######## wb_sequencer ########
wb_sequencer/layer_met2.png
Drawn at 3 px/um.
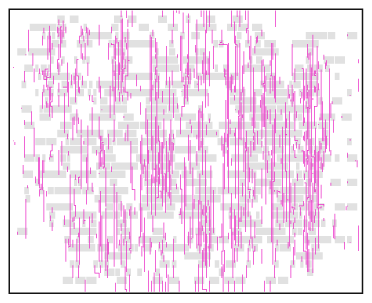
$ cat src/rtl/wb_sequencer_pkg.sv
// Shared definitions for the writeback sequencer.
// Holds the ALU opcode encoding (shared with the ALU), the sequencer state
// encoding and a small helper that classifies exception-capable opcodes.
package wb_sequencer_pkg;

  // ALU opcode encoding; 101-111 all decode as OR.
  localparam logic [2:0] AluAdd  = 3'b000;
  localparam logic [2:0] AluSub  = 3'b001;
  localparam logic [2:0] AluMove = 3'b010;
  localparam logic [2:0] AluSwap = 3'b011;
  localparam logic [2:0] AluAnd  = 3'b100;
  localparam logic [2:0] AluOr   = 3'b101;

  localparam logic [7:0] ExcCntMax = 8'hFF;

  typedef enum logic [1:0] {
    StIdle = 2'b00,
    StWrLo = 2'b01,
    StWrHi = 2'b10
  } seq_state_e;

  // Only ADD and SUB can raise an overflow exception.
  function automatic logic is_arith(input logic [2:0] op);
    return (op == AluAdd) || (op == AluSub);
  endfunction

endpackage

$ cat src/rtl/wb_sequencer_sat_counter8.sv
// sat_counter8: 8-bit up counter that saturates at 255 instead of wrapping.
// Ports:
//   clk   - clock, rising edge
//   rst   - asynchronous active-high reset, clears count
//   inc   - increment request for this cycle
//   count - current count value
module sat_counter8
  import wb_sequencer_pkg::*;
(
  input  logic       clk,
  input  logic       rst,
  input  logic       inc,
  output logic [7:0] count
);

  logic [7:0] count_q, count_d;

  always_comb begin
    count_d = count_q;
    if (inc && (count_q != ExcCntMax)) begin
      count_d = count_q + 8'd1;
    end
  end

  always_ff @(posedge clk or posedge rst) begin
    if (rst) begin
      count_q <= 8'd0;
    end else begin
      count_q <= count_d;
    end
  end

  assign count = count_q;

endmodule

$ cat src/rtl/wb_sequencer.sv
// wb_sequencer: writeback-stage sequencer driving a single register-file
// write port. Normal ops write alu_result[15:0] to rd one cycle after accept;
// SWAP takes a second cycle to write alu_result[31:16] to rs and stalls the
// pipeline for that cycle. ADD/SUB overflow suppresses the write, pulses
// exc_ovf and bumps a saturating exception counter.
// Ports:
//   clk, rst                       - clock / asynchronous active-high reset
//   wb_valid, wb_ready             - writeback handshake
//   alu_ctrl, alu_result           - opcode and result ([31:16] swap operand)
//   alu_overflow, reg_write        - ALU overflow flag, write-enable request
//   rd_addr, rs_addr               - destination / source register indices
//   rf_we, rf_waddr, rf_wdata      - register-file write port
//   exc_ovf, exc_cnt               - exception pulse and saturating count
module wb_sequencer
  import wb_sequencer_pkg::*;
(
  input  logic        clk,
  input  logic        rst,
  input  logic        wb_valid,
  output logic        wb_ready,
  input  logic [2:0]  alu_ctrl,
  input  logic [31:0] alu_result,
  input  logic        alu_overflow,
  input  logic        reg_write,
  input  logic [3:0]  rd_addr,
  input  logic [3:0]  rs_addr,
  output logic        rf_we,
  output logic [3:0]  rf_waddr,
  output logic [15:0] rf_wdata,
  output logic        exc_ovf,
  output logic [7:0]  exc_cnt
);

  seq_state_e  state_q, state_d;
  logic [2:0]  ctrl_q;
  logic [31:0] result_q;
  logic        ovf_q;
  logic        regw_q;
  logic [3:0]  rd_q;
  logic [3:0]  rs_q;
  logic        accept;
  logic        exc;

  // Ready depends only on registered state, so there is no path from
  // wb_valid back to wb_ready.
  assign wb_ready = (state_q != StWrLo) || (ctrl_q != AluSwap);
  assign accept   = wb_valid && wb_ready;

  // Exceptions are only evaluated in the low-write cycle; SWAP never raises one.
  assign exc = (state_q == StWrLo) && is_arith(ctrl_q) && ovf_q;

  always_comb begin
    state_d  = state_q;
    rf_we    = 1'b0;
    rf_waddr = 4'd0;
    rf_wdata = 16'd0;
    exc_ovf  = 1'b0;
    unique case (state_q)
      StIdle: begin
        if (accept) state_d = StWrLo;
      end
      StWrLo: begin
        exc_ovf = exc;
        if (regw_q && !exc) begin
          rf_we    = 1'b1;
          rf_waddr = rd_q;
          rf_wdata = result_q[15:0];
        end
        if (ctrl_q == AluSwap) begin
          state_d = StWrHi;
        end else if (accept) begin
          state_d = StWrLo;
        end else begin
          state_d = StIdle;
        end
      end
      StWrHi: begin
        if (regw_q) begin
          rf_we    = 1'b1;
          rf_waddr = rs_q;
          rf_wdata = result_q[31:16];
        end
        state_d = accept ? StWrLo : StIdle;
      end
      default: state_d = StIdle;
    endcase
  end

  always_ff @(posedge clk or posedge rst) begin
    if (rst) begin
      state_q  <= StIdle;
      ctrl_q   <= 3'd0;
      result_q <= 32'd0;
      ovf_q    <= 1'b0;
      regw_q   <= 1'b0;
      rd_q     <= 4'd0;
      rs_q     <= 4'd0;
    end else begin
      state_q <= state_d;
      if (accept) begin
        ctrl_q   <= alu_ctrl;
        result_q <= alu_result;
        ovf_q    <= alu_overflow;
        regw_q   <= reg_write;
        rd_q     <= rd_addr;
        rs_q     <= rs_addr;
      end
    end
  end

  sat_counter8 u_exc_cnt (
    .clk   (clk),
    .rst   (rst),
    .inc   (exc),
    .count (exc_cnt)
  );

endmodule

$ cat config.mk
export PLATFORM = sky130hd
export DESIGN_NAME = wb_sequencer
export DESIGN_NICKNAME = d
export VERILOG_FILES = /design/src/rtl/wb_sequencer_pkg.sv /design/src/rtl/wb_sequencer_sat_counter8.sv /design/src/rtl/wb_sequencer.sv
export SDC_FILE = /design/constraint.sdc
export NUM_CORES = 1
export LEC_CHECK = 0
export ABC_AREA = 1
export CELL_PAD_IN_SITES_DETAIL_PLACEMENT = 0
export CELL_PAD_IN_SITES_GLOBAL_PLACEMENT = 2
export CORE_ASPECT_RATIO = 0.8
export CORE_UTILIZATION = 26
export CTS_BUF_LIST = sky130_fd_sc_hd__clkbuf_4 sky130_fd_sc_hd__clkbuf_8 sky130_fd_sc_hd__clkbuf_16
export DETAILED_ROUTE_END_ITERATION = 10
export PLACE_DENSITY_LB_ADDON = 0.1
export SETUP_SLACK_MARGIN = 0.4
export SLEW_MARGIN = 15
export SYNTH_ARGS = -nofsm -noshare
export SYNTH_HDL_FRONTEND = slang
export SYNTH_SLANG_ARGS = --single-unit
$ cat constraint.sdc
create_clock -name clk -period 1.61 [get_ports clk]
set_input_delay 0.161 -clock clk [delete_from_list [all_inputs] [get_ports clk]]
set_output_delay 0.161 -clock clk [all_outputs]
set_load 0.005 [all_outputs]
==> results.toml <==
# flow metrics
[clock_network]
cts_inserted_buffers = 5
path_clk_slew_ns = 0.06
clk-insertion-delay-late_ns = 0.29
cts.sinks = 55

[placement]
dp_slack_ns = -0.295
place_hpwl_um = 5730
port_buffers = 78
dp_cells = 577

[sta]
setup_ws_ns = -0.231
setup_viol = 59
max_freq_mhz = 543
holdWs_ns = 0.224
timing.final.crit_share_pct = 114
period_needed_ns = 1.84

[critical_path]
slowest_stage = "dfrtp_2"
crit_path_end = "rf_wdata[2]"
endpoint_kind = "output port"
required_ns = 1.45
cpPeakStageDelay_ns = 0.45
crit_buf_inv = 5
critical_path_depth = 9
r2r_slack_ns = -0.09
startpoint_type = "register"
cp-startpoint = "state_q[0]$_DFFE_PP0P_"

[die]
die_w_um = 117
fp_util_pct = 26.9
die_y_um = 94.2
core.rowCount = 33
coreArea_mm2 = 0.0103

[pwr]
power_leakage_nw = 2.40
power-per-cell-area_mw_per_mm2 = 931

[drt]
num_vias = 2851
avgRoutedWirePerCell_um = 15.5
drt_iter0_markers = 96

[layout]
clkCellAreaFrac_pct = 2.59
clockBufferCount = 6
syn_to_final_growth_pct = 85.2
drive_gt1_share_pct = 47.6
fin_cells = 623

[grt]
grt_overflow_total = 0
antenna_found_initial = 0
grt_max_degree = 56
grt_pass1_vias = 2757

[logic_synthesis]
syn_area_mm2 = 0.00276
edf_count = 0
synthSimpleGateAreaFrac_pct = 35.3
async_flop_share_pct = 100
ys_cells = 358
ys_ff = 55
yosys.area_share.aoi_pct = 4.89
synthAdderAreaFrac_pct = 2.26

[status]
violations = "setup timing"
status = "finished, violations left"

[flow_run]
maxCapViolations = 0
## Picture notes: wb_sequencer/layer_met2.png
share of all routed wire = 46%
wire length on this layer = 4,440 um

[per-layer routing]
metal | GRT usage, % | wire length [um] | vias to the layer above
li1 | - | - | 1411
met1 | 24.2 | 4650 | 1377
met2 | 27.9 | 4440 | 57
met3 | 3.55 | 483 | 6
met4 | 3.38 | 59 | 0
met5 | 0 | 0 | -
[Yosys cell counts (2+ instances only)]
cell type	n	area share [%]
o21ai_1	2	0.36
nand2_1	144	20
buf_2	11	2.0
nand4_1	3	0.68
buf_6	2	0.82
a21oi_1	24	4.3
nor2_1	10	1.4
dfrtp_1	55	50
buf_4	4	1.1
buf_1	3	0.41
nand3_1	70	13
ha_1	5	2.3
inv_1	14	1.9
clkbuf_1	3	0.41
xnor2_1	2	0.63
[repair_timing]
action	in CTS	in global routing
setup buffers	22	7
cloned	6	5
gates resized	155	115
endpoints found under the setup margin	86	78
pin swaps	18	17
[where the power goes]
part           internal [W]  leakage, nW  switching (W)  total, W
combinational       0.00106         1.66       0.000917   0.00198
clock              0.000578       0.0662       0.000462   0.00104
sequential          0.00157        0.674       0.000181   0.00175
total               0.00320         2.40        0.00156   0.00476

######## conv_frame_sequencer ########
conv_frame_sequencer/layer_met2.png
Drawn at 2 px/um.
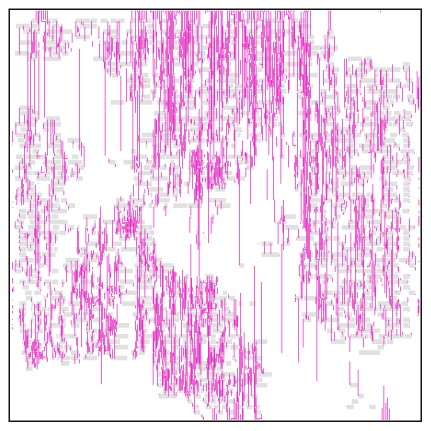
conv_frame_sequencer/io_fan.png
Drawn at 2 px/um.
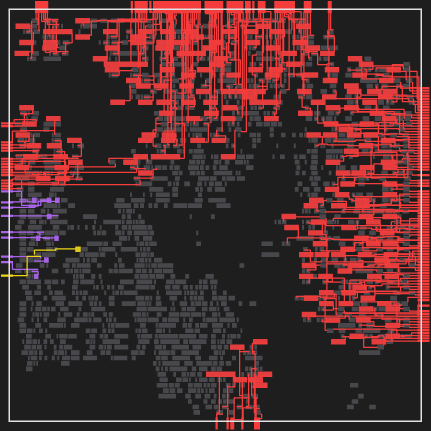
`src/rtl/conv_seq_pkg.sv`:
```
// Shared types and constants for the 5x5 convolution frame sequencer.
package conv_seq_pkg;

  typedef enum logic [2:0] {
    ST_IDLE,
    ST_FETCH,
    ST_CONV,
    ST_WRITE,
    ST_DONE
  } state_e;

  localparam int WIN_K = 5;
  localparam int WIN_N = 25;
  localparam int WIN_W = 200;

  localparam int RES_SINGLE_LSB = 0;
  localparam int RES_DUAL_LSB   = 16;

  function automatic logic [7:0] res_lsb(input logic [1:0] mode);
    logic [7:0] lsb;
    case (mode)
      2'b10, 2'b11: lsb = 8'(RES_DUAL_LSB);
      default:      lsb = 8'(RES_SINGLE_LSB);
    endcase
    return lsb;
  endfunction

endpackage

```
`src/rtl/window_addr_gen.sv`:
```
// Maps output pixel (x, y) and window element k to a source address,
// flagging elements that fall outside the image as zero padding.
module window_addr_gen
  import conv_seq_pkg::*;
#(
  parameter int IMG_W  = 160,
  parameter int IMG_H  = 120,
  parameter int ADDR_W = 15
) (
  input  logic [$clog2(IMG_W)-1:0] x,
  input  logic [$clog2(IMG_H)-1:0] y,
  input  logic [4:0]               k,
  output logic [ADDR_W-1:0]        rd_addr,
  output logic                     pad
);

  localparam int XW  = $clog2(IMG_W);
  localparam int YW  = $clog2(IMG_H);
  localparam int SXW = XW + 2;
  localparam int SYW = YW + 2;

  logic [2:0]     r;
  logic [2:0]     c;
  logic [SXW-1:0] ux;
  logic [SYW-1:0] uy;

  // ux/uy carry the +2 offset so the left/top border needs no sign bit
  always_comb begin
    r  = 3'(k / 5'(WIN_K));
    c  = 3'(k % 5'(WIN_K));
    ux = SXW'(x) + SXW'(c);
    uy = SYW'(y) + SYW'(r);
    pad = (ux < SXW'(2)) || (ux >= SXW'(IMG_W + 2)) ||
          (uy < SYW'(2)) || (uy >= SYW'(IMG_H + 2));
    rd_addr = ADDR_W'(uy - SYW'(2)) * ADDR_W'(IMG_W) +
              ADDR_W'(ux - SXW'(2));
  end

endmodule

```
`src/rtl/conv_frame_sequencer.sv`:
```
// Frame controller for the 5x5 convolution unit: fetch window, convolve, write.
// Optional ROI bypass is enabled by defining CONV_SEQ_ROI_EN.
module conv_frame_sequencer
  import conv_seq_pkg::*;
#(
  parameter int IMG_W  = 160,
  parameter int IMG_H  = 120,
  parameter int ADDR_W = 15
) (
  input  logic                     clk,
  input  logic                     reset,
  input  logic                     go,
  input  logic [1:0]               seletor,
`ifdef CONV_SEQ_ROI_EN
  input  logic [$clog2(IMG_W)-1:0] roi_x0,
  input  logic [$clog2(IMG_W)-1:0] roi_x1,
  input  logic [$clog2(IMG_H)-1:0] roi_y0,
  input  logic [$clog2(IMG_H)-1:0] roi_y1,
`endif
  output logic                     busy,
  output logic                     done_frame,
  output logic [ADDR_W-1:0]        rd_addr,
  input  logic [7:0]               rd_data,
  output logic                     wr_en,
  output logic [ADDR_W-1:0]        wr_addr,
  output logic [7:0]               wr_data,
  output logic [WIN_W-1:0]         conv_window,
  output logic                     conv_start,
  input  logic                     conv_done,
  input  logic [WIN_W-1:0]         conv_result
);

  localparam int XW = $clog2(IMG_W);
  localparam int YW = $clog2(IMG_H);

  state_e           state_q, state_d;
  logic [XW-1:0]    x_q, x_d;
  logic [YW-1:0]    y_q, y_d;
  logic [4:0]       k_q, k_d;
  logic [1:0]       mode_q, mode_d;
  logic             cap_vld_q, cap_vld_d;
  logic             cap_pad_q, cap_pad_d;
  logic [4:0]       cap_k_q, cap_k_d;
  logic [WIN_W-1:0] win_q, win_d;
  logic [7:0]       res_q, res_d;

  logic              skip;
  logic              issue;
  logic [4:0]        k_rd;
  logic [ADDR_W-1:0] gen_addr;
  logic              gen_pad;
  logic [ADDR_W-1:0] pix_addr;

`ifdef CONV_SEQ_ROI_EN
  logic [XW-1:0] rx0_q, rx0_d, rx1_q, rx1_d;
  logic [YW-1:0] ry0_q, ry0_d, ry1_q, ry1_d;

  always_comb begin
    rx0_d = rx0_q;
    rx1_d = rx1_q;
    ry0_d = ry0_q;
    ry1_d = ry1_q;
    if (state_q == ST_IDLE && go) begin
      rx0_d = roi_x0;
      rx1_d = roi_x1;
      ry0_d = roi_y0;
      ry1_d = roi_y1;
    end
  end

  always_ff @(posedge clk) begin
    if (reset) begin
      rx0_q <= '0;
      rx1_q <= '0;
      ry0_q <= '0;
      ry1_q <= '0;
    end else begin
      rx0_q <= rx0_d;
      rx1_q <= rx1_d;
      ry0_q <= ry0_d;
      ry1_q <= ry1_d;
    end
  end

  assign skip = (x_q < rx0_q) || (x_q > rx1_q) ||
                (y_q < ry0_q) || (y_q > ry1_q);
`else
  assign skip = 1'b0;
`endif

  // bypassed pixels only need the centre element
  assign k_rd = skip ? 5'd12 : k_q;

  window_addr_gen #(
    .IMG_W (IMG_W),
    .IMG_H (IMG_H),
    .ADDR_W(ADDR_W)
  ) u_addr (
    .x      (x_q),
    .y      (y_q),
    .k      (k_rd),
    .rd_addr(gen_addr),
    .pad    (gen_pad)
  );

  assign issue = (state_q == ST_FETCH) &&
                 (skip ? (k_q == 5'd0) : (k_q < 5'(WIN_N)));
  assign pix_addr = ADDR_W'(y_q) * ADDR_W'(IMG_W) + ADDR_W'(x_q);

  assign rd_addr     = (issue && !gen_pad) ? gen_addr : '0;
  assign busy        = (state_q == ST_FETCH) || (state_q == ST_CONV) ||
                       (state_q == ST_WRITE);
  assign done_frame  = (state_q == ST_DONE);
  assign conv_start  = (state_q == ST_CONV);
  assign wr_en       = (state_q == ST_WRITE);
  assign wr_addr     = wr_en ? pix_addr : '0;
  assign wr_data     = wr_en ? res_q : '0;
  assign conv_window = win_q;

  always_comb begin
    state_d   = state_q;
    x_d       = x_q;
    y_d       = y_q;
    k_d       = k_q;
    mode_d    = mode_q;
    cap_vld_d = 1'b0;
    cap_pad_d = gen_pad;
    cap_k_d   = k_q;
    win_d     = win_q;
    res_d     = res_q;

    // read data lands one cycle after its address
    if (cap_vld_q) begin
      win_d[{cap_k_q, 3'b000} +: 8] = cap_pad_q ? 8'h00 : rd_data;
    end

    unique case (state_q)
      ST_IDLE: begin
        if (go) begin
          mode_d  = seletor;
          x_d     = '0;
          y_d     = '0;
          k_d     = '0;
          state_d = ST_FETCH;
        end
      end
      ST_FETCH: begin
        if (skip) begin
          if (k_q == 5'd0) begin
            k_d = 5'd1;
          end else begin
            res_d   = rd_data;
            k_d     = '0;
            state_d = ST_WRITE;
          end
        end else begin
          cap_vld_d = (k_q < 5'(WIN_N));
          if (k_q == 5'(WIN_N)) begin
            k_d     = '0;
            state_d = ST_CONV;
          end else begin
            k_d = k_q + 5'd1;
          end
        end
      end
      ST_CONV: begin
        if (conv_done) begin
          res_d   = conv_result[res_lsb(mode_q) +: 8];
          state_d = ST_WRITE;
        end
      end
      ST_WRITE: begin
        state_d = ST_FETCH;
        if (x_q == XW'(IMG_W - 1)) begin
          x_d = '0;
          if (y_q == YW'(IMG_H - 1)) begin
            state_d = ST_DONE;
          end else begin
            y_d = y_q + YW'(1);
          end
        end else begin
          x_d = x_q + XW'(1);
        end
      end
      ST_DONE: begin
        state_d = ST_IDLE;
      end
      default: begin
        state_d = ST_IDLE;
      end
    endcase
  end

  always_ff @(posedge clk) begin
    if (reset) begin
      state_q   <= ST_IDLE;
      x_q       <= '0;
      y_q       <= '0;
      k_q       <= '0;
      mode_q    <= '0;
      cap_vld_q <= 1'b0;
      cap_pad_q <= 1'b0;
      cap_k_q   <= '0;
      win_q     <= '0;
      res_q     <= '0;
    end else begin
      state_q   <= state_d;
      x_q       <= x_d;
      y_q       <= y_d;
      k_q       <= k_d;
      mode_q    <= mode_d;
      cap_vld_q <= cap_vld_d;
      cap_pad_q <= cap_pad_d;
      cap_k_q   <= cap_k_d;
      win_q     <= win_d;
      res_q     <= res_d;
    end
  end

endmodule

```
`config.mk`:
```
export PLATFORM = sky130hd
export DESIGN_NAME = conv_frame_sequencer
export DESIGN_NICKNAME = d
export VERILOG_FILES = /design/src/rtl/conv_seq_pkg.sv /design/src/rtl/window_addr_gen.sv /design/src/rtl/conv_frame_sequencer.sv
export SDC_FILE = /design/constraint.sdc
export NUM_CORES = 1
export LEC_CHECK = 0
export CORE_MARGIN = 2
export CORE_UTILIZATION = 30
export DETAILED_ROUTE_END_ITERATION = 8
export SYNTH_ARGS = -nofsm -noshare
export SYNTH_HDL_FRONTEND = slang
export SYNTH_HIERARCHICAL = 1
export SYNTH_SLANG_ARGS = --single-unit
```
`constraint.sdc`:
```
create_clock -name clk -period 6.92 [get_ports clk]
set_clock_uncertainty 0.2 [all_clocks]
set_input_delay 0.692 -clock clk [delete_from_list [all_inputs] [get_ports clk]]
set_output_delay 0.692 -clock clk [all_outputs]
set_load 0.02 [all_outputs]
```
==> results.toml <==
# flow metrics
[status]
status = "finished, final reports clean"

[critical_path]
reg2reg_from = "cap_k_d[1]$_SDFFE_PP0P_"
r2r_end = "cap_pad_q$_SDFF_PP0_"
crit_fanout = 8
crit_buf_inv = 5
critPathTopFamily = "adder cells"
endpoint_kind = "output port"
arrival_ns = 5.76
startpoint_type = "register"
r2r_slack_ns = 2.71

[layout]
final_area_mm2 = 0.0167
comb-cell-share_pct = 43.6
buffer_area_share_pct = 17.8
clockBufferCount = 39
fin_cells = 2117
fillers = 3937
flops = 239
logic_area_mm2 = 0.00729

[grt]
grt_pass1_vias = 9961
antenna_found_initial = 1
globalRouteMet3Util_pct = 3.41
gr-usage-met2_pct = 27.2
grtUsageTotal_pct = 16.8
grt_most_used_layer = "met2"
grt_max_degree = 96

[logic_synthesis]
synthMostInstantiatedCell = "dfxtp_1"
yosysTopAreaCell = "dfxtp_1"
synthSimpleGateAreaFrac_pct = 23.1
edf_count = 0
mux_share_pct = 13.9
synth_cells = 1311
yosysWarnings = 6
common_cells = "dfxtp_1 (239), mux2i_1 (163), nor2_1 (133)"
avgSynthCellArea_um2 = 9.27

[clock_network]
clk-insertion-delay-late_ns = 0.56
cts_setup_buffers = 0
root_buffer = "clkbuf_16"
post_cts_resized = 30

[sta]
hold_viol = 0
holdWs_ns = 0.264
period_needed_ns = 6.66
max_freq_mhz = 150
relSlewSlack_pct = 17.8

[die]
die_y_um = 205
coreArea_mm2 = 0.0398
fp_util_pct = 30.5

[flow_run]
tool_warnings = 218

[drt]
firstDrtPassIters = 5

[pwr]
power_leakage_nw = 6.67
About conv_frame_sequencer/layer_met2.png:
longest straight run = 84.3 um
share of all routed wire = 46%
wire length on this layer = 17,100 um
nets with wire on the layer = 1,399

About conv_frame_sequencer/io_fan.png:
conv_window -> red  # bits 200, direction output, end cells 200, buffers 200, wire 7,890 um
wr_data -> purple  # bits 8, direction output, end cells 8, buffers 8, wire 197 um
conv_start -> yellow  # bits 1, direction output, end cells 1, buffers 1, wire 48.1 um
IO Pins: 456
PortBufs: 270

## cells in the final DEF, fill, tap and decap left out, drive strengths merged, types with 4 or more instances in the layout
master	n
o31ai	4
nand2	60
o21a	6
nand3b	31
and2	36
nor2	136
inv	27
clkinv	9
fa	6
buf	39
mux2i	163
or3	8
a311oi	4
ha	53
a21o	13
clkdlybuf4s50	262
xor2	20
nand3	38
nor3	12
a21oi	55
o21ai	54
o21bai	5
nor3b	6
or4	4
nand4	10
nand2b	112
clkbuf	40
xnor2	29
nor2b	25
a211oi	11
and3	12
dfxtp	239
## registers in the layout (all words and copies together) (netlist names)
name         flops
x_q              8
cap_vld_q        1
cap_k_q          5
state_q          3
conv_window    200
mode_q           1
y_q              7
cap_k_d          5
cap_pad_q        1
res_q            8
## per-layer routing
metal	routed length (um)	vias to the layer above	part of all wire (%)
met5	0	-	0
met4	910	0	2.4
met3	2180	53	5.8
met2	17100	307	46
met1	17200	4923	46
li1	-	5058	-
## where the power goes
group          internal [W]  leakage [nW]  total, W  switching [W]
registers           0.00138          1.93   0.00139     0.00000896
logic             0.0000663          4.29  0.000155      0.0000886
clock network      0.000860         0.449   0.00145       0.000591
total               0.00231          6.67   0.00299       0.000689

######## uart_tx_fifo ########
uart_tx_fifo/detail.png
Region (79, 79) to (99, 99) um. Cells in gray, sequential cells in the stronger gray; small squares are vias.
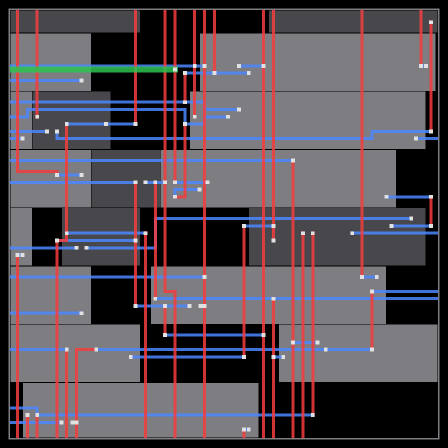
uart_tx_fifo/layer_met2.png
Drawn at 3 px/um.
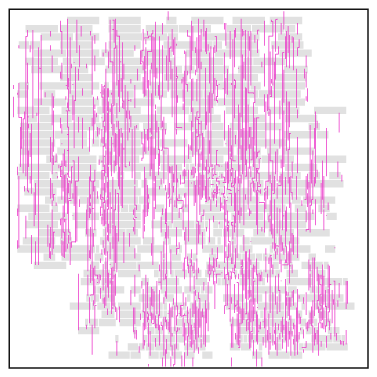
**src/rtl/uart_tx_fifo.sv**
```systemverilog
`default_nettype none
// +----------------------------------------------------------------------------+
// | uart_tx_fifo : byte FIFO feeding an 8N1 serial transmitter                 |
// | Rev 1.0                                                                    |
// +----------------------------------------------------------------------------+
module uart_tx_fifo #(
  parameter int CLK_HZ     = 100000000,
  parameter int BAUD       = 115200,
  parameter int FIFO_DEPTH = 16,
  parameter int ADDR_W     = 4
) (
  input  logic              sys_clk,
  input  logic              reset_n,
  input  logic [7:0]        wr_data,
  input  logic              wr_en,
  output logic              wr_busy,
  output logic              uart_tx,
  output logic              tx_idle,
  output logic              overflow,
  input  logic              ovf_clr,
  output logic [ADDR_W:0]   count
);

  localparam int                 C_BIT_TICKS = CLK_HZ / BAUD;
  localparam int                 C_TICK_W    = (C_BIT_TICKS > 1) ? $clog2(C_BIT_TICKS) : 1;
  localparam logic [C_TICK_W-1:0] C_TICK_LAST = C_TICK_W'(C_BIT_TICKS - 1);
  localparam logic [ADDR_W:0]    C_FULL      = (ADDR_W + 1)'(FIFO_DEPTH);

  typedef enum logic [1:0] {
    S_IDLE  = 2'd0,
    S_START = 2'd1,
    S_DATA  = 2'd2,
    S_STOP  = 2'd3
  } state_t;

  logic [7:0]          r_mem [FIFO_DEPTH];
  logic [ADDR_W-1:0]   r_wr_ptr;
  logic [ADDR_W-1:0]   r_rd_ptr;
  logic [ADDR_W:0]     r_count;
  logic                r_overflow;
  state_t              r_state;
  logic [C_TICK_W-1:0] r_tick;
  logic [2:0]          r_bit_cnt;
  logic [7:0]          r_shift;
  logic                r_uart_tx;

  logic w_full;
  logic w_push;
  logic w_pop;
  logic w_bit_end;

  assign w_full    = (r_count == C_FULL);
  assign w_push    = wr_en && !w_full;
  assign w_bit_end = (r_tick == C_TICK_LAST);
  // Pop decision uses the occupancy before this edge, so a same-edge write is seen next cycle.
  assign w_pop     = (r_count != '0) &&
                     ((r_state == S_IDLE) || ((r_state == S_STOP) && w_bit_end));

  assign wr_busy  = w_full;
  assign uart_tx  = r_uart_tx;
  assign overflow = r_overflow;
  assign count    = r_count;
  assign tx_idle  = (r_state == S_IDLE) && (r_count == '0);

  always_ff @(posedge sys_clk) begin
    if (reset_n && w_push) begin
      r_mem[r_wr_ptr] <= wr_data;
    end
  end

  always_ff @(posedge sys_clk) begin
    if (!reset_n) begin
      r_wr_ptr   <= '0;
      r_rd_ptr   <= '0;
      r_count    <= '0;
      r_overflow <= 1'b0;
    end else begin
      if (w_push) r_wr_ptr <= r_wr_ptr + ADDR_W'(1);
      if (w_pop)  r_rd_ptr <= r_rd_ptr + ADDR_W'(1);
      case ({w_push, w_pop})
        2'b10:   r_count <= r_count + (ADDR_W + 1)'(1);
        2'b01:   r_count <= r_count - (ADDR_W + 1)'(1);
        default: r_count <= r_count;
      endcase
      // A dropped write outranks a clear on the same edge.
      if (wr_en && w_full) begin
        r_overflow <= 1'b1;
      end else if (ovf_clr) begin
        r_overflow <= 1'b0;
      end
    end
  end

  always_ff @(posedge sys_clk) begin
    if (!reset_n) begin
      r_state   <= S_IDLE;
      r_uart_tx <= 1'b1;
      r_tick    <= '0;
      r_bit_cnt <= '0;
      r_shift   <= '0;
    end else begin
      case (r_state)
        S_IDLE: begin
          r_uart_tx <= 1'b1;
          if (w_pop) begin
            r_shift   <= r_mem[r_rd_ptr];
            r_uart_tx <= 1'b0;
            r_tick    <= '0;
            r_state   <= S_START;
          end
        end
        S_START: begin
          if (w_bit_end) begin
            r_tick    <= '0;
            r_uart_tx <= r_shift[0];
            r_bit_cnt <= '0;
            r_state   <= S_DATA;
          end else begin
            r_tick <= r_tick + C_TICK_W'(1);
          end
        end
        S_DATA: begin
          if (w_bit_end) begin
            r_tick <= '0;
            if (r_bit_cnt != 3'd7) begin
              r_shift   <= r_shift >> 1;
              r_uart_tx <= r_shift[1];
              r_bit_cnt <= r_bit_cnt + 3'd1;
            end else begin
              r_uart_tx <= 1'b1;
              r_state   <= S_STOP;
            end
          end else begin
            r_tick <= r_tick + C_TICK_W'(1);
          end
        end
        S_STOP: begin
          if (w_bit_end) begin
            r_tick <= '0;
            // Chain straight into the next start bit when more data is queued.
            if (w_pop) begin
              r_shift   <= r_mem[r_rd_ptr];
              r_uart_tx <= 1'b0;
              r_state   <= S_START;
            end else begin
              r_state <= S_IDLE;
            end
          end else begin
            r_tick <= r_tick + C_TICK_W'(1);
          end
        end
        default: begin
          r_state   <= S_IDLE;
          r_uart_tx <= 1'b1;
          r_tick    <= '0;
        end
      endcase
    end
  end

endmodule
`default_nettype wire
```
**config.mk**
```make
export PLATFORM = sky130hd
export DESIGN_NAME = uart_tx_fifo
export DESIGN_NICKNAME = d
export VERILOG_FILES = /design/src/rtl/uart_tx_fifo.sv
export SDC_FILE = /design/constraint.sdc
export NUM_CORES = 1
export LEC_CHECK = 0
export CORE_MARGIN = 2
export CORE_UTILIZATION = 55
export DETAILED_ROUTE_END_ITERATION = 16
export HOLD_SLACK_MARGIN = 0.1
export PLACE_DENSITY = 0.73
export SKIP_CTS_REPAIR_TIMING = 1
export SLEW_MARGIN = 10
export SYNTH_ARGS = -nofsm -noshare
export SYNTH_HDL_FRONTEND = slang
export SYNTH_SLANG_ARGS = --single-unit
```
**constraint.sdc**
```tcl
create_clock -name sys_clk -period 3 [get_ports sys_clk]
set_input_delay 0.6 -clock sys_clk [delete_from_list [all_inputs] [get_ports sys_clk]]
set_output_delay 0.6 -clock sys_clk [all_outputs]
set_load 0.02 [all_outputs]
```
==> results.toml <==
# flow metrics
[logic_synthesis]
ys_area_mm2 = 0.00729
synth.distinct_cells = 56

[sta]
period_needed_ns = 2.86
finClkSkew_ns = 0.0109
setup_viol = 0
max_freq_mhz = 350
relSlewSlack_pct = 48.8

[critical_path]
rr_worst_depth = 11

[clock_network]
cts_tree = "built"

[worst_hold_path]
min_path_type = "register to register"

[grt]
grt_first_pass_wirelength_um = 24200
grt_most_used_layer = "met2"

[status]
status = "finished, final reports clean"

[pwr]
cell_internal_pwr_w = 0.00491

[die]
die_area_mm2 = 0.0142

[drt]
vias_per_cell = 6.04
Notes on uart_tx_fifo/detail.png above:
metal 2 -> red
metal 3 -> green
metal 1 -> blue
most frequent = edfxtp_1 (7), mux2i_1 (2)
cells with their middle in the window = 11
sequential cells in the window = 7
netlist names of flops here include = r_mem (7)

Notes on uart_tx_fifo/layer_met2.png above:
nets with wire on the layer = 516
wire length on this layer = 7,330 um
share of all routed wire = 48%
vias post-DR: 4,532
Routed WL: 15,100 um
met2 GRT Util: 35.7%

-- kinds of logic after synthesis --
family,count (synthesis)
XOR/XNOR,10
multiplexers,58
flip-flops,170
AND-OR/OR-AND,97
AND/OR/NAND/NOR,124
buffers and inverters,41
adder cells (fa/ha/maj),16
-- per-stage QoR --
stage                     std cells  setup WS, ns
after detailed placement        718       -0.0475
after CTS                       750        0.0413
after global placement          718        0.0378
final                           750         0.140
after global routing            750       -0.0533
after floorplan                 516       0.00244
-- worst max-delay path, stage by stage, from the launching register on --
cell,delay [ns]
dfxtp_1,0.39
ha_2,0.24
nand4bb_1,0.13
o31a_1,0.33
nor2_1,0.14
ha_2,0.27
xor2_1,0.09
ha_1,0.20
a31o_2,0.22
or3b_2,0.45
a21o_1,0.19
a21oi_1,0.13
-- cell type report --
type	count	area share, %
inverter	13	0.575
timing repair buffer	54	5.51
tap	176	2.59
clock inverter	15	2.15
clock buffer	17	5.01
sequential	170	55.2
multi-input combinational	305	29.0
-- flip-flops by register name (all words and copies together), names as in the netlist, 2 cells and up, named ones only --
signal / flops
count: 5
r_bit_cnt: 3
r_mem: 128
r_rd_ptr: 4
r_shift: 8
r_state: 2
r_tick: 10
r_wr_ptr: 4

######## fsqrt_sched ########
fsqrt_sched/detail.png
Region (45, 80) to (65, 100) um. Cells in gray, sequential cells in the stronger gray; small squares are vias.
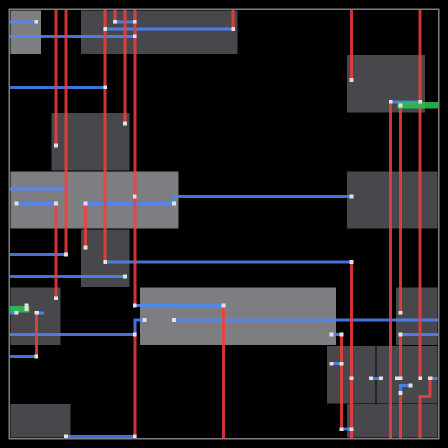
fsqrt_sched/wires.png
Drawn at 6 px/um. Two of the layers only.
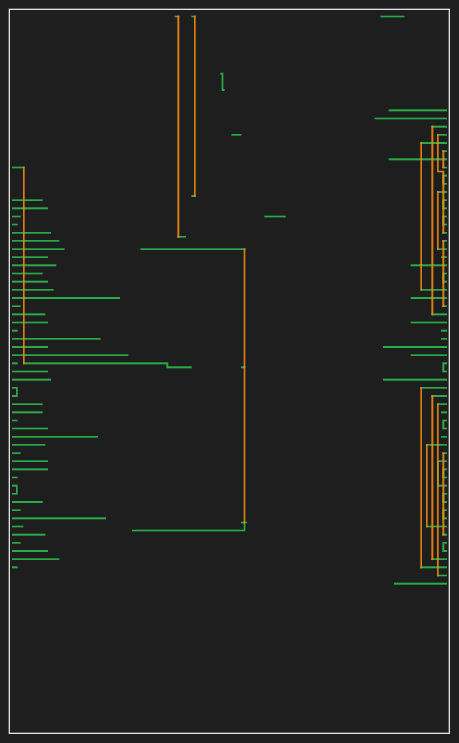
File: src/rtl/fsqrt_sched.sv
// Round-robin scheduler sharing one fully pipelined fsqrt unit between NREQ requesters.
// Define FSQRT_SCHED_STATS_EN to add the issue_cnt / conflict_cnt statistics ports.
module fsqrt_sched #(
  parameter  int NREQ = 2,
  parameter  int LAT  = 4,
  localparam int IDW  = (NREQ > 1) ? $clog2(NREQ) : 1
) (
  input  logic                 clk,
  input  logic                 rstn,
  input  logic [NREQ-1:0]      req_valid,
  input  logic [32*NREQ-1:0]   req_x,
  output logic [NREQ-1:0]      req_ready,
  output logic [NREQ-1:0]      rsp_valid,
  output logic [31:0]          rsp_y,
  output logic [31:0]          sq_x,
  input  logic [31:0]          sq_y,
  output logic                 busy
`ifdef FSQRT_SCHED_STATS_EN
  ,
  output logic [31:0]          issue_cnt,
  output logic [31:0]          conflict_cnt
`endif
);

  // Stage 0 aligns with sq_x; the unit samples sq_x one edge later, so the tag
  // must travel LAT+1 more stages to meet sq_y.
  localparam int NSTG = LAT + 2;

  logic [IDW-1:0]  rr_ptr_r;
  logic [31:0]     sq_x_r;
  logic [NSTG-1:0] tag_vld_r;
  logic [IDW-1:0]  tag_id_r [NSTG];

  logic [NREQ-1:0] grant_s;
  logic [IDW-1:0]  grant_id_s;
  logic [IDW-1:0]  next_ptr_s;
  logic [31:0]     issue_x_s;
  logic            found_s;
  logic            issue_s;

  // Rotating priority search: first pass from rr_ptr upward, second pass wraps to 0.
  always_comb begin
    grant_s    = '0;
    grant_id_s = '0;
    found_s    = 1'b0;
    for (int i = 0; i < NREQ; i++) begin
      if (!found_s && !rstn && req_valid[i] && (i >= int'(rr_ptr_r))) begin
        grant_s[i] = 1'b1;
        grant_id_s = IDW'(i);
        found_s    = 1'b1;
      end else begin
        found_s = found_s;
      end
    end
    for (int i = 0; i < NREQ; i++) begin
      if (!found_s && !rstn && req_valid[i]) begin
        grant_s[i] = 1'b1;
        grant_id_s = IDW'(i);
        found_s    = 1'b1;
      end else begin
        found_s = found_s;
      end
    end
  end

  // Pointer moves to the requester after the one just granted.
  always_comb begin
    next_ptr_s = '0;
    if (grant_id_s == IDW'(NREQ - 1)) begin
      next_ptr_s = '0;
    end else begin
      next_ptr_s = grant_id_s + IDW'(1);
    end
  end

  // One-hot operand mux.
  always_comb begin
    issue_x_s = 32'h0000_0000;
    for (int i = 0; i < NREQ; i++) begin
      if (grant_s[i]) begin
        issue_x_s = issue_x_s | req_x[32*i +: 32];
      end else begin
        issue_x_s = issue_x_s;
      end
    end
  end

  assign issue_s   = |grant_s;
  assign req_ready = grant_s;

  // Operand register, round-robin pointer and tag shift register.
  always_ff @(posedge clk or posedge rstn) begin
    if (rstn) begin
      rr_ptr_r  <= '0;
      sq_x_r    <= 32'h0000_0000;
      tag_vld_r <= '0;
      for (int k = 0; k < NSTG; k++) begin
        tag_id_r[k] <= '0;
      end
    end else begin
      if (issue_s) begin
        sq_x_r   <= issue_x_s;
        rr_ptr_r <= next_ptr_s;
      end
      tag_vld_r   <= {tag_vld_r[NSTG-2:0], issue_s};
      tag_id_r[0] <= grant_id_s;
      for (int k = 1; k < NSTG; k++) begin
        tag_id_r[k] <= tag_id_r[k-1];
      end
    end
  end

  // Decode the retiring tag into a one-hot response strobe.
  always_comb begin
    rsp_valid = '0;
    if (tag_vld_r[NSTG-1]) begin
      for (int i = 0; i < NREQ; i++) begin
        rsp_valid[i] = (tag_id_r[NSTG-1] == IDW'(i));
      end
    end else begin
      rsp_valid = '0;
    end
  end

  assign rsp_y = sq_y;
  assign sq_x  = sq_x_r;
  assign busy  = |tag_vld_r;

`ifdef FSQRT_SCHED_STATS_EN
  logic [31:0] issue_cnt_r;
  logic [31:0] conflict_cnt_r;
  logic        conflict_s;

  // More than one bit set: clearing the lowest set bit leaves something behind.
  assign conflict_s = ((req_valid & (req_valid - NREQ'(1))) != '0);

  // Free-running statistics counters, wrapping naturally at 2^32.
  always_ff @(posedge clk or posedge rstn) begin
    if (rstn) begin
      issue_cnt_r    <= 32'h0000_0000;
      conflict_cnt_r <= 32'h0000_0000;
    end else begin
      if (issue_s) begin
        issue_cnt_r <= issue_cnt_r + 32'h0000_0001;
      end
      if (conflict_s) begin
        conflict_cnt_r <= conflict_cnt_r + 32'h0000_0001;
      end
    end
  end

  assign issue_cnt    = issue_cnt_r;
  assign conflict_cnt = conflict_cnt_r;
`endif

endmodule
File: config.mk
export PLATFORM = sky130hd
export DESIGN_NAME = fsqrt_sched
export DESIGN_NICKNAME = d
export VERILOG_FILES = /design/src/rtl/fsqrt_sched.sv
export SDC_FILE = /design/constraint.sdc
export NUM_CORES = 1
export LEC_CHECK = 0
export CORE_ASPECT_RATIO = 1.75
export CORE_MARGIN = 5
export CORE_UTILIZATION = 29
export CTS_CLUSTER_DIAMETER = 60
export DETAILED_ROUTE_END_ITERATION = 10
export PLACE_DENSITY = 0.77
export SYNTH_ARGS = -nofsm -noshare
export SYNTH_HDL_FRONTEND = slang
export SYNTH_SLANG_ARGS = --single-unit
export TNS_END_PERCENT = 1
File: constraint.sdc
create_clock -name clk -period 1.05 [get_ports clk]
set_input_delay 0.105 -clock clk [delete_from_list [all_inputs] [get_ports clk]]
set_output_delay 0.105 -clock clk [all_outputs]
set_load 0.05 [all_outputs]
==> results.toml <==
# flow metrics
[sta]
relSlewSlack_pct = 83.9
timing.final.crit_share_pct = 126
setup_ws_ns = -0.277
period_needed_ns = 1.33
setup_viol = 37

[status]
status = "finished, violations left"
violations = "setup timing"

[grt]
gr-usage-met2_pct = 25.1
grt_max_degree = 46

[logic_synthesis]
top_logic_kind = "AND-OR/OR-AND gates"

[clock_network]
clk-insertion-delay-late_ns = 0.28

[die]
coreArea_mm2 = 0.00686
die_w_um = 73.1

[layout]
clockBufferCount = 6

[drt]
vias_per_cell = 4.81
Notes on fsqrt_sched/detail.png above:
metal 3 -> green
metal 2 -> red
metal 1 -> blue
most frequent = clkdlybuf4s50_1 (3), buf_12 (3)
netlist names of flops here include = sq_x (2)
sequential cells in the window = 2
cells with their middle in the window = 12

Notes on fsqrt_sched/wires.png above:
metal 3 -> green  # wire length 486 um
metal 4 -> orange  # wire length 354 um

where the power goes:
group | switching [W] | internal (W) | total [W]
clock | 0.000620 | 0.000874 | 0.00149
combinational | 0.00116 | 0.00132 | 0.00248
sequential | 0.000244 | 0.00197 | 0.00222
total | 0.00203 | 0.00416 | 0.00619
repair_timing:
| item | CTS | global route |
|---|---|---|
| setup buffers | 4 | 0 |
| pin swaps | 7 | 2 |
| gates resized | 14 | 3 |
| endpoints found under the setup margin | 37 | 37 |
final timing paths:
check                                       from               endpoint  slack (ns)
setup / recovery            rr_ptr_r$_DFFE_PP0P_           req_ready[0]       -0.28
hold / removal                              rstn   rr_ptr_r$_DFFE_PP0P_        0.18
min in group clk                        sq_y[14]              rsp_y[14]        0.21
setup reg to reg            rr_ptr_r$_DFFE_PP0P_    sq_x[3]$_DFFE_PP0P_       -0.24
max in group asynchronous                   rstn   sq_x[23]$_DFFE_PP0P_        0.67
hold reg to reg            tag_id_r[2]$_DFF_PP0_  tag_id_r[1]$_DFF_PP0_        0.35
cells by family (layout without fill, tap and decap cells):
logic type             count (synthesis)  after routing
flip-flops                            45             45
buffers and inverters                 44            132
AND/OR/NAND/NOR                       40             40
AND-OR/OR-AND                         37             37

######## f8_uart ########
f8_uart/detail.png
Region (97, 47) to (117, 67) um. Cells in gray, sequential cells in the stronger gray; small squares are vias.
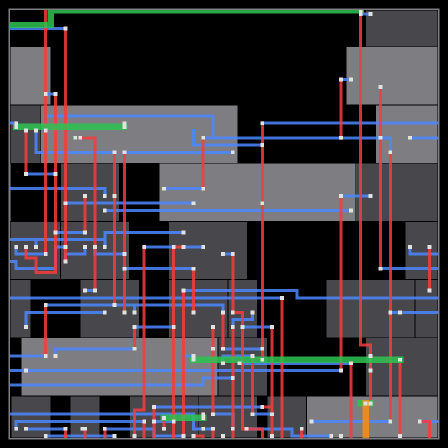
f8_uart/clocks.png
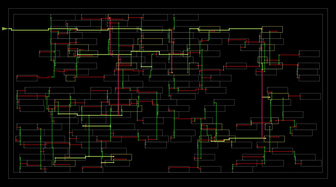
`src/rtl/f8_uart_pkg.sv`:
```
// Shared constants and state types for the f8 UART.
package f8_uart_pkg;

  // Register addresses
  localparam logic [1:0] AddrData   = 2'd0;
  localparam logic [1:0] AddrStatus = 2'd1;
  localparam logic [1:0] AddrDiv    = 2'd2;

  // STATUS bit positions
  localparam int unsigned StRxAvail = 0;
  localparam int unsigned StTxSpace = 1;
  localparam int unsigned StTxIdle  = 2;
  localparam int unsigned StRxOvr   = 3;
  localparam int unsigned StFrmErr  = 4;

  typedef enum logic [1:0] {RxIdle, RxStart, RxData, RxStop} rx_state_t;
  typedef enum logic [1:0] {TxIdle, TxStart, TxData, TxStop} tx_state_t;

endpackage

```
`src/rtl/uart_fifo.sv`:
```
// Small synchronous FIFO with combinational head. A push into a full FIFO is
// accepted when a pop happens in the same cycle.
module uart_fifo #(
  parameter int unsigned Depth = 4,
  parameter int unsigned Width = 8
) (
  input  logic             clk_i,
  input  logic             rst_ni,
  input  logic             push_i,
  input  logic [Width-1:0] wdata_i,
  input  logic             pop_i,
  output logic [Width-1:0] head_o,
  output logic             full_o,
  output logic             empty_o
);

  localparam int unsigned PtrW = (Depth > 1) ? $clog2(Depth) : 1;
  localparam int unsigned CntW = $clog2(Depth) + 1;

  logic [Width-1:0] mem_q [Depth];
  logic [PtrW-1:0]  wr_ptr_q, rd_ptr_q;
  logic [CntW-1:0]  cnt_q;
  logic             push_ok, pop_ok;

  assign empty_o = (cnt_q == '0);
  assign full_o  = (cnt_q == CntW'(Depth));
  assign pop_ok  = pop_i && !empty_o;
  assign push_ok = push_i && (!full_o || pop_i);
  assign head_o  = mem_q[rd_ptr_q];

  // Pointer and occupancy bookkeeping
  always_ff @(posedge clk_i or negedge rst_ni) begin
    if (!rst_ni) begin
      wr_ptr_q <= '0;
      rd_ptr_q <= '0;
      cnt_q    <= '0;
    end else begin
      if (push_ok) wr_ptr_q <= wr_ptr_q + PtrW'(1);
      if (pop_ok)  rd_ptr_q <= rd_ptr_q + PtrW'(1);
      cnt_q <= cnt_q + CntW'(push_ok) - CntW'(pop_ok);
    end
  end

  // Storage, no reset needed
  always_ff @(posedge clk_i) begin
    if (push_ok) mem_q[wr_ptr_q] <= wdata_i;
  end

endmodule

```
`src/rtl/f8_uart.sv`:
```
// f8 UART: bus register file, 16x tick generator, RX and TX 8N1 engines.
module f8_uart
  import f8_uart_pkg::*;
#(
  parameter int unsigned BAUDDIV   = 13,
  parameter int unsigned FIFODEPTH = 4
) (
  input  logic       clk,
  input  logic       reset_n,
  input  logic [1:0] addr,
  input  logic [7:0] wdata,
  input  logic       we,
  input  logic       re,
  output logic [7:0] rdata,
  input  logic       rx,
  output logic       tx
);

  // Bus decode
  logic wr_data, wr_status, wr_div, rd_data;
  assign wr_data   = we && (addr == AddrData);
  assign wr_status = we && (addr == AddrStatus);
  assign wr_div    = we && (addr == AddrDiv);
  assign rd_data   = re && (addr == AddrData);

  // Tick generator
  logic [7:0] div_q, cnt_q, cnt_d, div_eff;
  logic       tick;

  assign div_eff = (div_q == 8'd0) ? 8'd1 : div_q;
  assign tick    = (cnt_q <= 8'd1);

  // Divisor reload on write or on tick, otherwise count down
  always_comb begin
    cnt_d = cnt_q - 8'd1;
    if (wr_div)    cnt_d = (wdata == 8'd0) ? 8'd1 : wdata;
    else if (tick) cnt_d = div_eff;
  end

  // Divisor register and tick counter
  always_ff @(posedge clk or negedge reset_n) begin
    if (!reset_n) begin
      div_q <= 8'(BAUDDIV);
      cnt_q <= 8'(BAUDDIV);
    end else begin
      if (wr_div) div_q <= wdata;
      cnt_q <= cnt_d;
    end
  end

  // FIFOs
  logic       rx_push, rx_pop, rx_full, rx_empty;
  logic       tx_pop, tx_full, tx_empty;
  logic [7:0] rx_head, tx_head;
  logic [7:0] rx_shift_q, rx_shift_d;

  assign rx_pop = rd_data && !rx_empty;

  uart_fifo #(.Depth(FIFODEPTH), .Width(8)) u_rx_fifo (
    .clk_i   (clk),
    .rst_ni  (reset_n),
    .push_i  (rx_push),
    .wdata_i (rx_shift_q),
    .pop_i   (rx_pop),
    .head_o  (rx_head),
    .full_o  (rx_full),
    .empty_o (rx_empty)
  );

  uart_fifo #(.Depth(FIFODEPTH), .Width(8)) u_tx_fifo (
    .clk_i   (clk),
    .rst_ni  (reset_n),
    .push_i  (wr_data),
    .wdata_i (wdata),
    .pop_i   (tx_pop),
    .head_o  (tx_head),
    .full_o  (tx_full),
    .empty_o (tx_empty)
  );

  // ---------------- RX ----------------
  rx_state_t  rx_state_q, rx_state_d;
  logic [3:0] rx_os_q, rx_os_d;
  logic [2:0] rx_bit_q, rx_bit_d;
  logic       rx_meta_q, rx_sync_q;
  logic       rx_stop_smp, frm_set, ovr_set;

  // RX state register and synchroniser
  always_ff @(posedge clk or negedge reset_n) begin
    if (!reset_n) begin
      rx_meta_q  <= 1'b1;
      rx_sync_q  <= 1'b1;
      rx_state_q <= RxIdle;
      rx_os_q    <= '0;
      rx_bit_q   <= '0;
      rx_shift_q <= '0;
    end else begin
      rx_meta_q  <= rx;
      rx_sync_q  <= rx_meta_q;
      rx_state_q <= rx_state_d;
      rx_os_q    <= rx_os_d;
      rx_bit_q   <= rx_bit_d;
      rx_shift_q <= rx_shift_d;
    end
  end

  // RX next state: start at first low tick, validate at count 7, then 16 ticks per bit
  always_comb begin
    rx_state_d = rx_state_q;
    rx_os_d    = rx_os_q;
    rx_bit_d   = rx_bit_q;
    rx_shift_d = rx_shift_q;
    if (tick) begin
      unique case (rx_state_q)
        RxIdle: begin
          if (!rx_sync_q) begin
            rx_state_d = RxStart;
            rx_os_d    = '0;
          end
        end
        RxStart: begin
          if (rx_os_q == 4'd7) begin
            rx_os_d    = '0;
            rx_bit_d   = '0;
            rx_state_d = rx_sync_q ? RxIdle : RxData;
          end else begin
            rx_os_d = rx_os_q + 4'd1;
          end
        end
        RxData: begin
          if (rx_os_q == 4'd15) begin
            rx_os_d    = '0;
            rx_shift_d = {rx_sync_q, rx_shift_q[7:1]};
            if (rx_bit_q == 3'd7) rx_state_d = RxStop;
            else                  rx_bit_d   = rx_bit_q + 3'd1;
          end else begin
            rx_os_d = rx_os_q + 4'd1;
          end
        end
        RxStop: begin
          if (rx_os_q == 4'd15) begin
            rx_os_d    = '0;
            rx_state_d = RxIdle;
          end else begin
            rx_os_d = rx_os_q + 4'd1;
          end
        end
      endcase
    end
  end

  // RX outputs: push on good stop bit, flag errors
  always_comb begin
    rx_stop_smp = tick && (rx_state_q == RxStop) && (rx_os_q == 4'd15);
    rx_push     = rx_stop_smp && rx_sync_q;
    frm_set     = rx_stop_smp && !rx_sync_q;
    ovr_set     = rx_push && rx_full && !rx_pop;
  end

  // ---------------- TX ----------------
  tx_state_t  tx_state_q, tx_state_d;
  logic [3:0] tx_os_q, tx_os_d;
  logic [2:0] tx_bit_q, tx_bit_d;
  logic [7:0] tx_shift_q, tx_shift_d;
  logic       tx_q, tx_d;

  // A frame may start from idle or directly after a stop bit
  assign tx_pop = tick && !tx_empty &&
                  ((tx_state_q == TxIdle) || ((tx_state_q == TxStop) && (tx_os_q == 4'd15)));

  // TX state register; line resets high
  always_ff @(posedge clk or negedge reset_n) begin
    if (!reset_n) begin
      tx_state_q <= TxIdle;
      tx_os_q    <= '0;
      tx_bit_q   <= '0;
      tx_shift_q <= '0;
      tx_q       <= 1'b1;
    end else begin
      tx_state_q <= tx_state_d;
      tx_os_q    <= tx_os_d;
      tx_bit_q   <= tx_bit_d;
      tx_shift_q <= tx_shift_d;
      tx_q       <= tx_d;
    end
  end

  // TX next state: each bit lasts 16 ticks
  always_comb begin
    tx_state_d = tx_state_q;
    tx_os_d    = tx_os_q;
    tx_bit_d   = tx_bit_q;
    tx_shift_d = tx_shift_q;
    if (tick) begin
      unique case (tx_state_q)
        TxIdle: begin
          if (tx_pop) begin
            tx_state_d = TxStart;
            tx_os_d    = '0;
            tx_shift_d = tx_head;
          end
        end
        TxStart: begin
          if (tx_os_q == 4'd15) begin
            tx_state_d = TxData;
            tx_os_d    = '0;
            tx_bit_d   = '0;
          end else begin
            tx_os_d = tx_os_q + 4'd1;
          end
        end
        TxData: begin
          if (tx_os_q == 4'd15) begin
            tx_os_d    = '0;
            tx_shift_d = {1'b0, tx_shift_q[7:1]};
            if (tx_bit_q == 3'd7) tx_state_d = TxStop;
            else                  tx_bit_d   = tx_bit_q + 3'd1;
          end else begin
            tx_os_d = tx_os_q + 4'd1;
          end
        end
        TxStop: begin
          if (tx_os_q == 4'd15) begin
            tx_os_d = '0;
            if (tx_pop) begin
              tx_state_d = TxStart;
              tx_shift_d = tx_head;
            end else begin
              tx_state_d = TxIdle;
            end
          end else begin
            tx_os_d = tx_os_q + 4'd1;
          end
        end
      endcase
    end
  end

  // TX output: line level registered from the next state
  always_comb begin
    case (tx_state_d)
      TxStart: tx_d = 1'b0;
      TxData:  tx_d = tx_shift_d[0];
      default: tx_d = 1'b1;
    endcase
  end

  assign tx = tx_q;

  // ---------------- Status / read mux ----------------
  logic ovr_q, ovr_d, frm_q, frm_d;

  // Sticky flags: write-1-to-clear, a same-cycle set wins
  always_comb begin
    ovr_d = ovr_set | (ovr_q & ~(wr_status & wdata[StRxOvr]));
    frm_d = frm_set | (frm_q & ~(wr_status & wdata[StFrmErr]));
  end

  // Sticky flag registers
  always_ff @(posedge clk or negedge reset_n) begin
    if (!reset_n) begin
      ovr_q <= 1'b0;
      frm_q <= 1'b0;
    end else begin
      ovr_q <= ovr_d;
      frm_q <= frm_d;
    end
  end

  // Combinational register read
  always_comb begin
    logic [7:0] status;
    status            = 8'h00;
    status[StRxAvail] = !rx_empty;
    status[StTxSpace] = !tx_full;
    status[StTxIdle]  = tx_empty && (tx_state_q == TxIdle);
    status[StRxOvr]   = ovr_q;
    status[StFrmErr]  = frm_q;
    case (addr)
      AddrData:   rdata = rx_empty ? 8'h00 : rx_head;
      AddrStatus: rdata = status;
      AddrDiv:    rdata = div_q;
      default:    rdata = 8'h00;
    endcase
  end

endmodule

```
`config.mk`:
```
export PLATFORM = sky130hd
export DESIGN_NAME = f8_uart
export DESIGN_NICKNAME = d
export VERILOG_FILES = /design/src/rtl/f8_uart_pkg.sv /design/src/rtl/uart_fifo.sv /design/src/rtl/f8_uart.sv
export SDC_FILE = /design/constraint.sdc
export NUM_CORES = 1
export LEC_CHECK = 0
export CAP_MARGIN = 20
export CORE_AREA = 2 2 141 74
export CTS_CLUSTER_DIAMETER = 150
export DETAILED_ROUTE_END_ITERATION = 10
export DIE_AREA = 0 0 143 76
export PLACE_DENSITY = 0.86
export SKIP_LAST_GASP = 1
export SLEW_MARGIN = 0
export SYNTH_ARGS = -nofsm -noshare
export SYNTH_HDL_FRONTEND = slang
export SYNTH_SLANG_ARGS = --single-unit
```
`constraint.sdc`:
```
create_clock -name clk -period 6.7 [get_ports clk]
set_input_delay 0.67 -clock clk [delete_from_list [all_inputs] [get_ports clk]]
set_output_delay 0.67 -clock clk [all_outputs]
set_load 0.03 [all_outputs]
```
==> results.toml <==
# flow metrics
[status]
status = "finished, final reports clean"

[sta]
finClkSkew_ns = 0.00941
timing.final.crit_share_pct = 52.9
period_needed_ns = 3.55
setup_viol = 0
hold_viol = 0

[pwr]
pg_comb_w = 0.000531
clkPwrFrac_pct = 35.9
pg_seq_w = 0.00115
power-per-cell-area_mw_per_mm2 = 371
top_power_group = "registers"

[layout]
layout_top_cell = "edfxtp_1"
drive_gt1_share_pct = 18.2
fin_cells = 641
buffer_area_share_pct = 3.50

[placement]
place_hpwl_um = 8520
dp_slack_ns = 3.16

[grt]
grt_most_used_layer = "met2"

[worst_hold_path]
min_path_type = "register to register"

[logic_synthesis]
async_flop_share_pct = 51.9
top_cells_by_area = "edfxtp_1 (31%), dfrtp_1 (24%), mux4_2 (5.9%)"
synthMostInstantiatedCell = "edfxtp_1"
ys_cells = 461
top_cell_area_share_pct = 31.3
ff_type = "edfxtp_1"
synth.distinct_cells = 63

[die]
die_area_mm2 = 0.0109
die_w_um = 143
fp_util_pct = 62.8

[clock_network]
path_clk_slew_ns = 0.06
cts_setup_buffers = 0
clk-insertion-delay-late_ns = 0.43

[critical_path]
crit_path_frequent_cell = "clkdlybuf4s50_1"
slowest_stage = "clkdlybuf4s50_1"
r2r_slack_ns = 3.26

[drt]
drt_iter0_markers = 395
wl_met3_um = 1030
Notes on f8_uart/detail.png above:
metal 4 -> orange
metal 2 -> red
metal 1 -> blue
metal 3 -> green
sequential cells in the window = 4
most frequent = a21o_1 (4), dfrtp_1 (4), a22o_1 (2)
cells with their middle in the window = 20
netlist names of flops here include = tx_shift_q (3), tx_os_q (1)

Notes on f8_uart/clocks.png above:
Flops: 133
clock buffers: 17
clock sink count: 133

flip-flops by register name, summed over array words and instances (netlist names), 2 cells and up, named ones only:
| signal | cells |
|---|---|
| tx_os_q | 4 |
| u_tx_fifo.cnt_q | 3 |
| rx_bit_q | 3 |
| tx_shift_q | 8 |
| cnt_q | 8 |
| tx_state_q | 2 |
| u_tx_fifo.mem_q | 32 |
| tx_bit_q | 3 |
| u_tx_fifo.rd_ptr_q | 2 |
| u_rx_fifo.mem_q | 32 |
| u_rx_fifo.wr_ptr_q | 2 |
| div_q | 8 |
| u_tx_fifo.wr_ptr_q | 2 |
| u_rx_fifo.rd_ptr_q | 2 |
| rx_os_q | 4 |
| rx_shift_q | 8 |
| u_rx_fifo.cnt_q | 3 |
critical path, delay by kind of cell:
| kind | cells | cell delay, ns |
|---|---|---|
| buf+inv | 2 | 1.35 |
| compound gates | 2 | 0.34 |
| simple gates | 1 | 0.51 |
kinds of logic after synthesis:
kind of cell,after synthesis,share of synthesized area [%]
buffers and inverters,38,2.83
AND-OR/OR-AND,83,9.46
XOR/XNOR,14,1.99
multiplexers,31,8.57
flip-flops,133,59.5
adder cells (fa/ha/maj),22,4.72
AND/OR/NAND/NOR,140,12.9


## Gallery

Wiring by layer.
image #1
Drawn at 3 px/um. Two of the layers only.
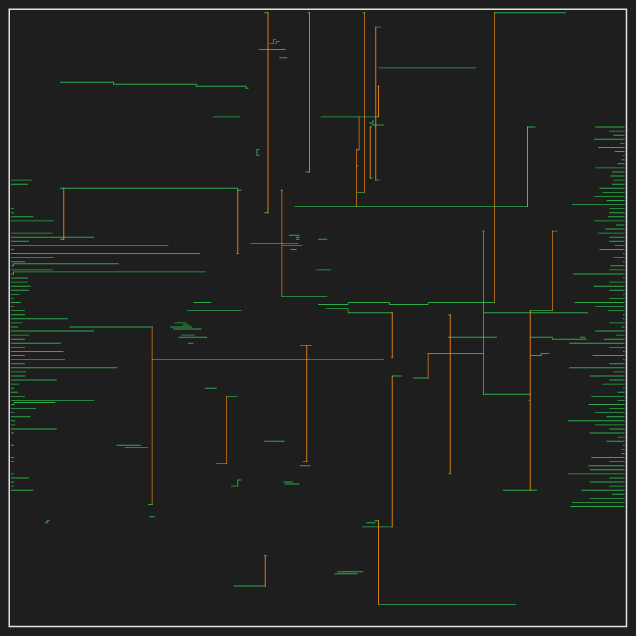
image #2
Drawn at 4 px/um. Two of the layers only.
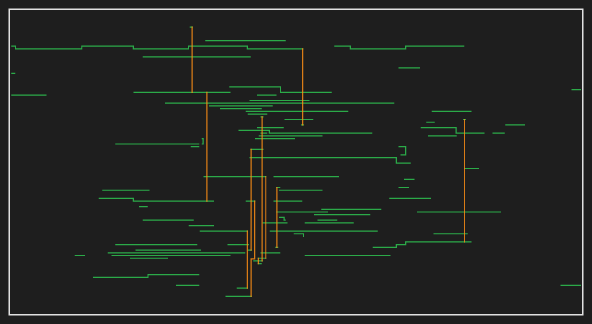
image #3
Drawn at 4 px/um. Two of the layers only.
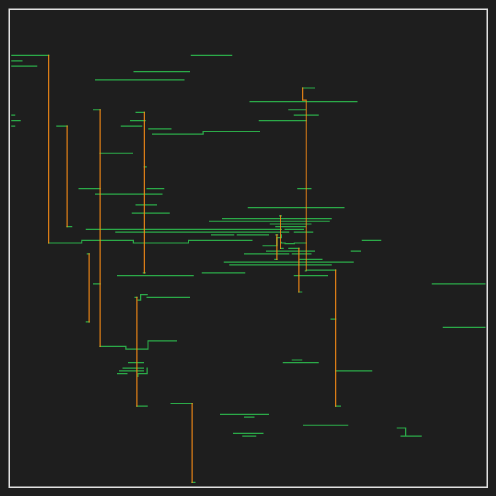
image #4
Drawn at 4 px/um. Two of the layers only.
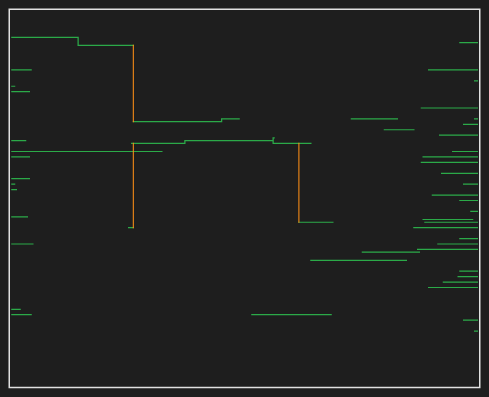
image #1 -> conv_frame_sequencer
image #2 -> f8_uart
image #4 -> wb_sequencer
image #3 -> uart_tx_fifo
Of these, largest die: image #1
Of these, least wire: image #4

Key to image #2:
metal 4 -> orange  # wire length 230 um
metal 3 -> green  # wire length 1,030 um

Power figures rest on the tool's default switching activity, not on a simulated workload.
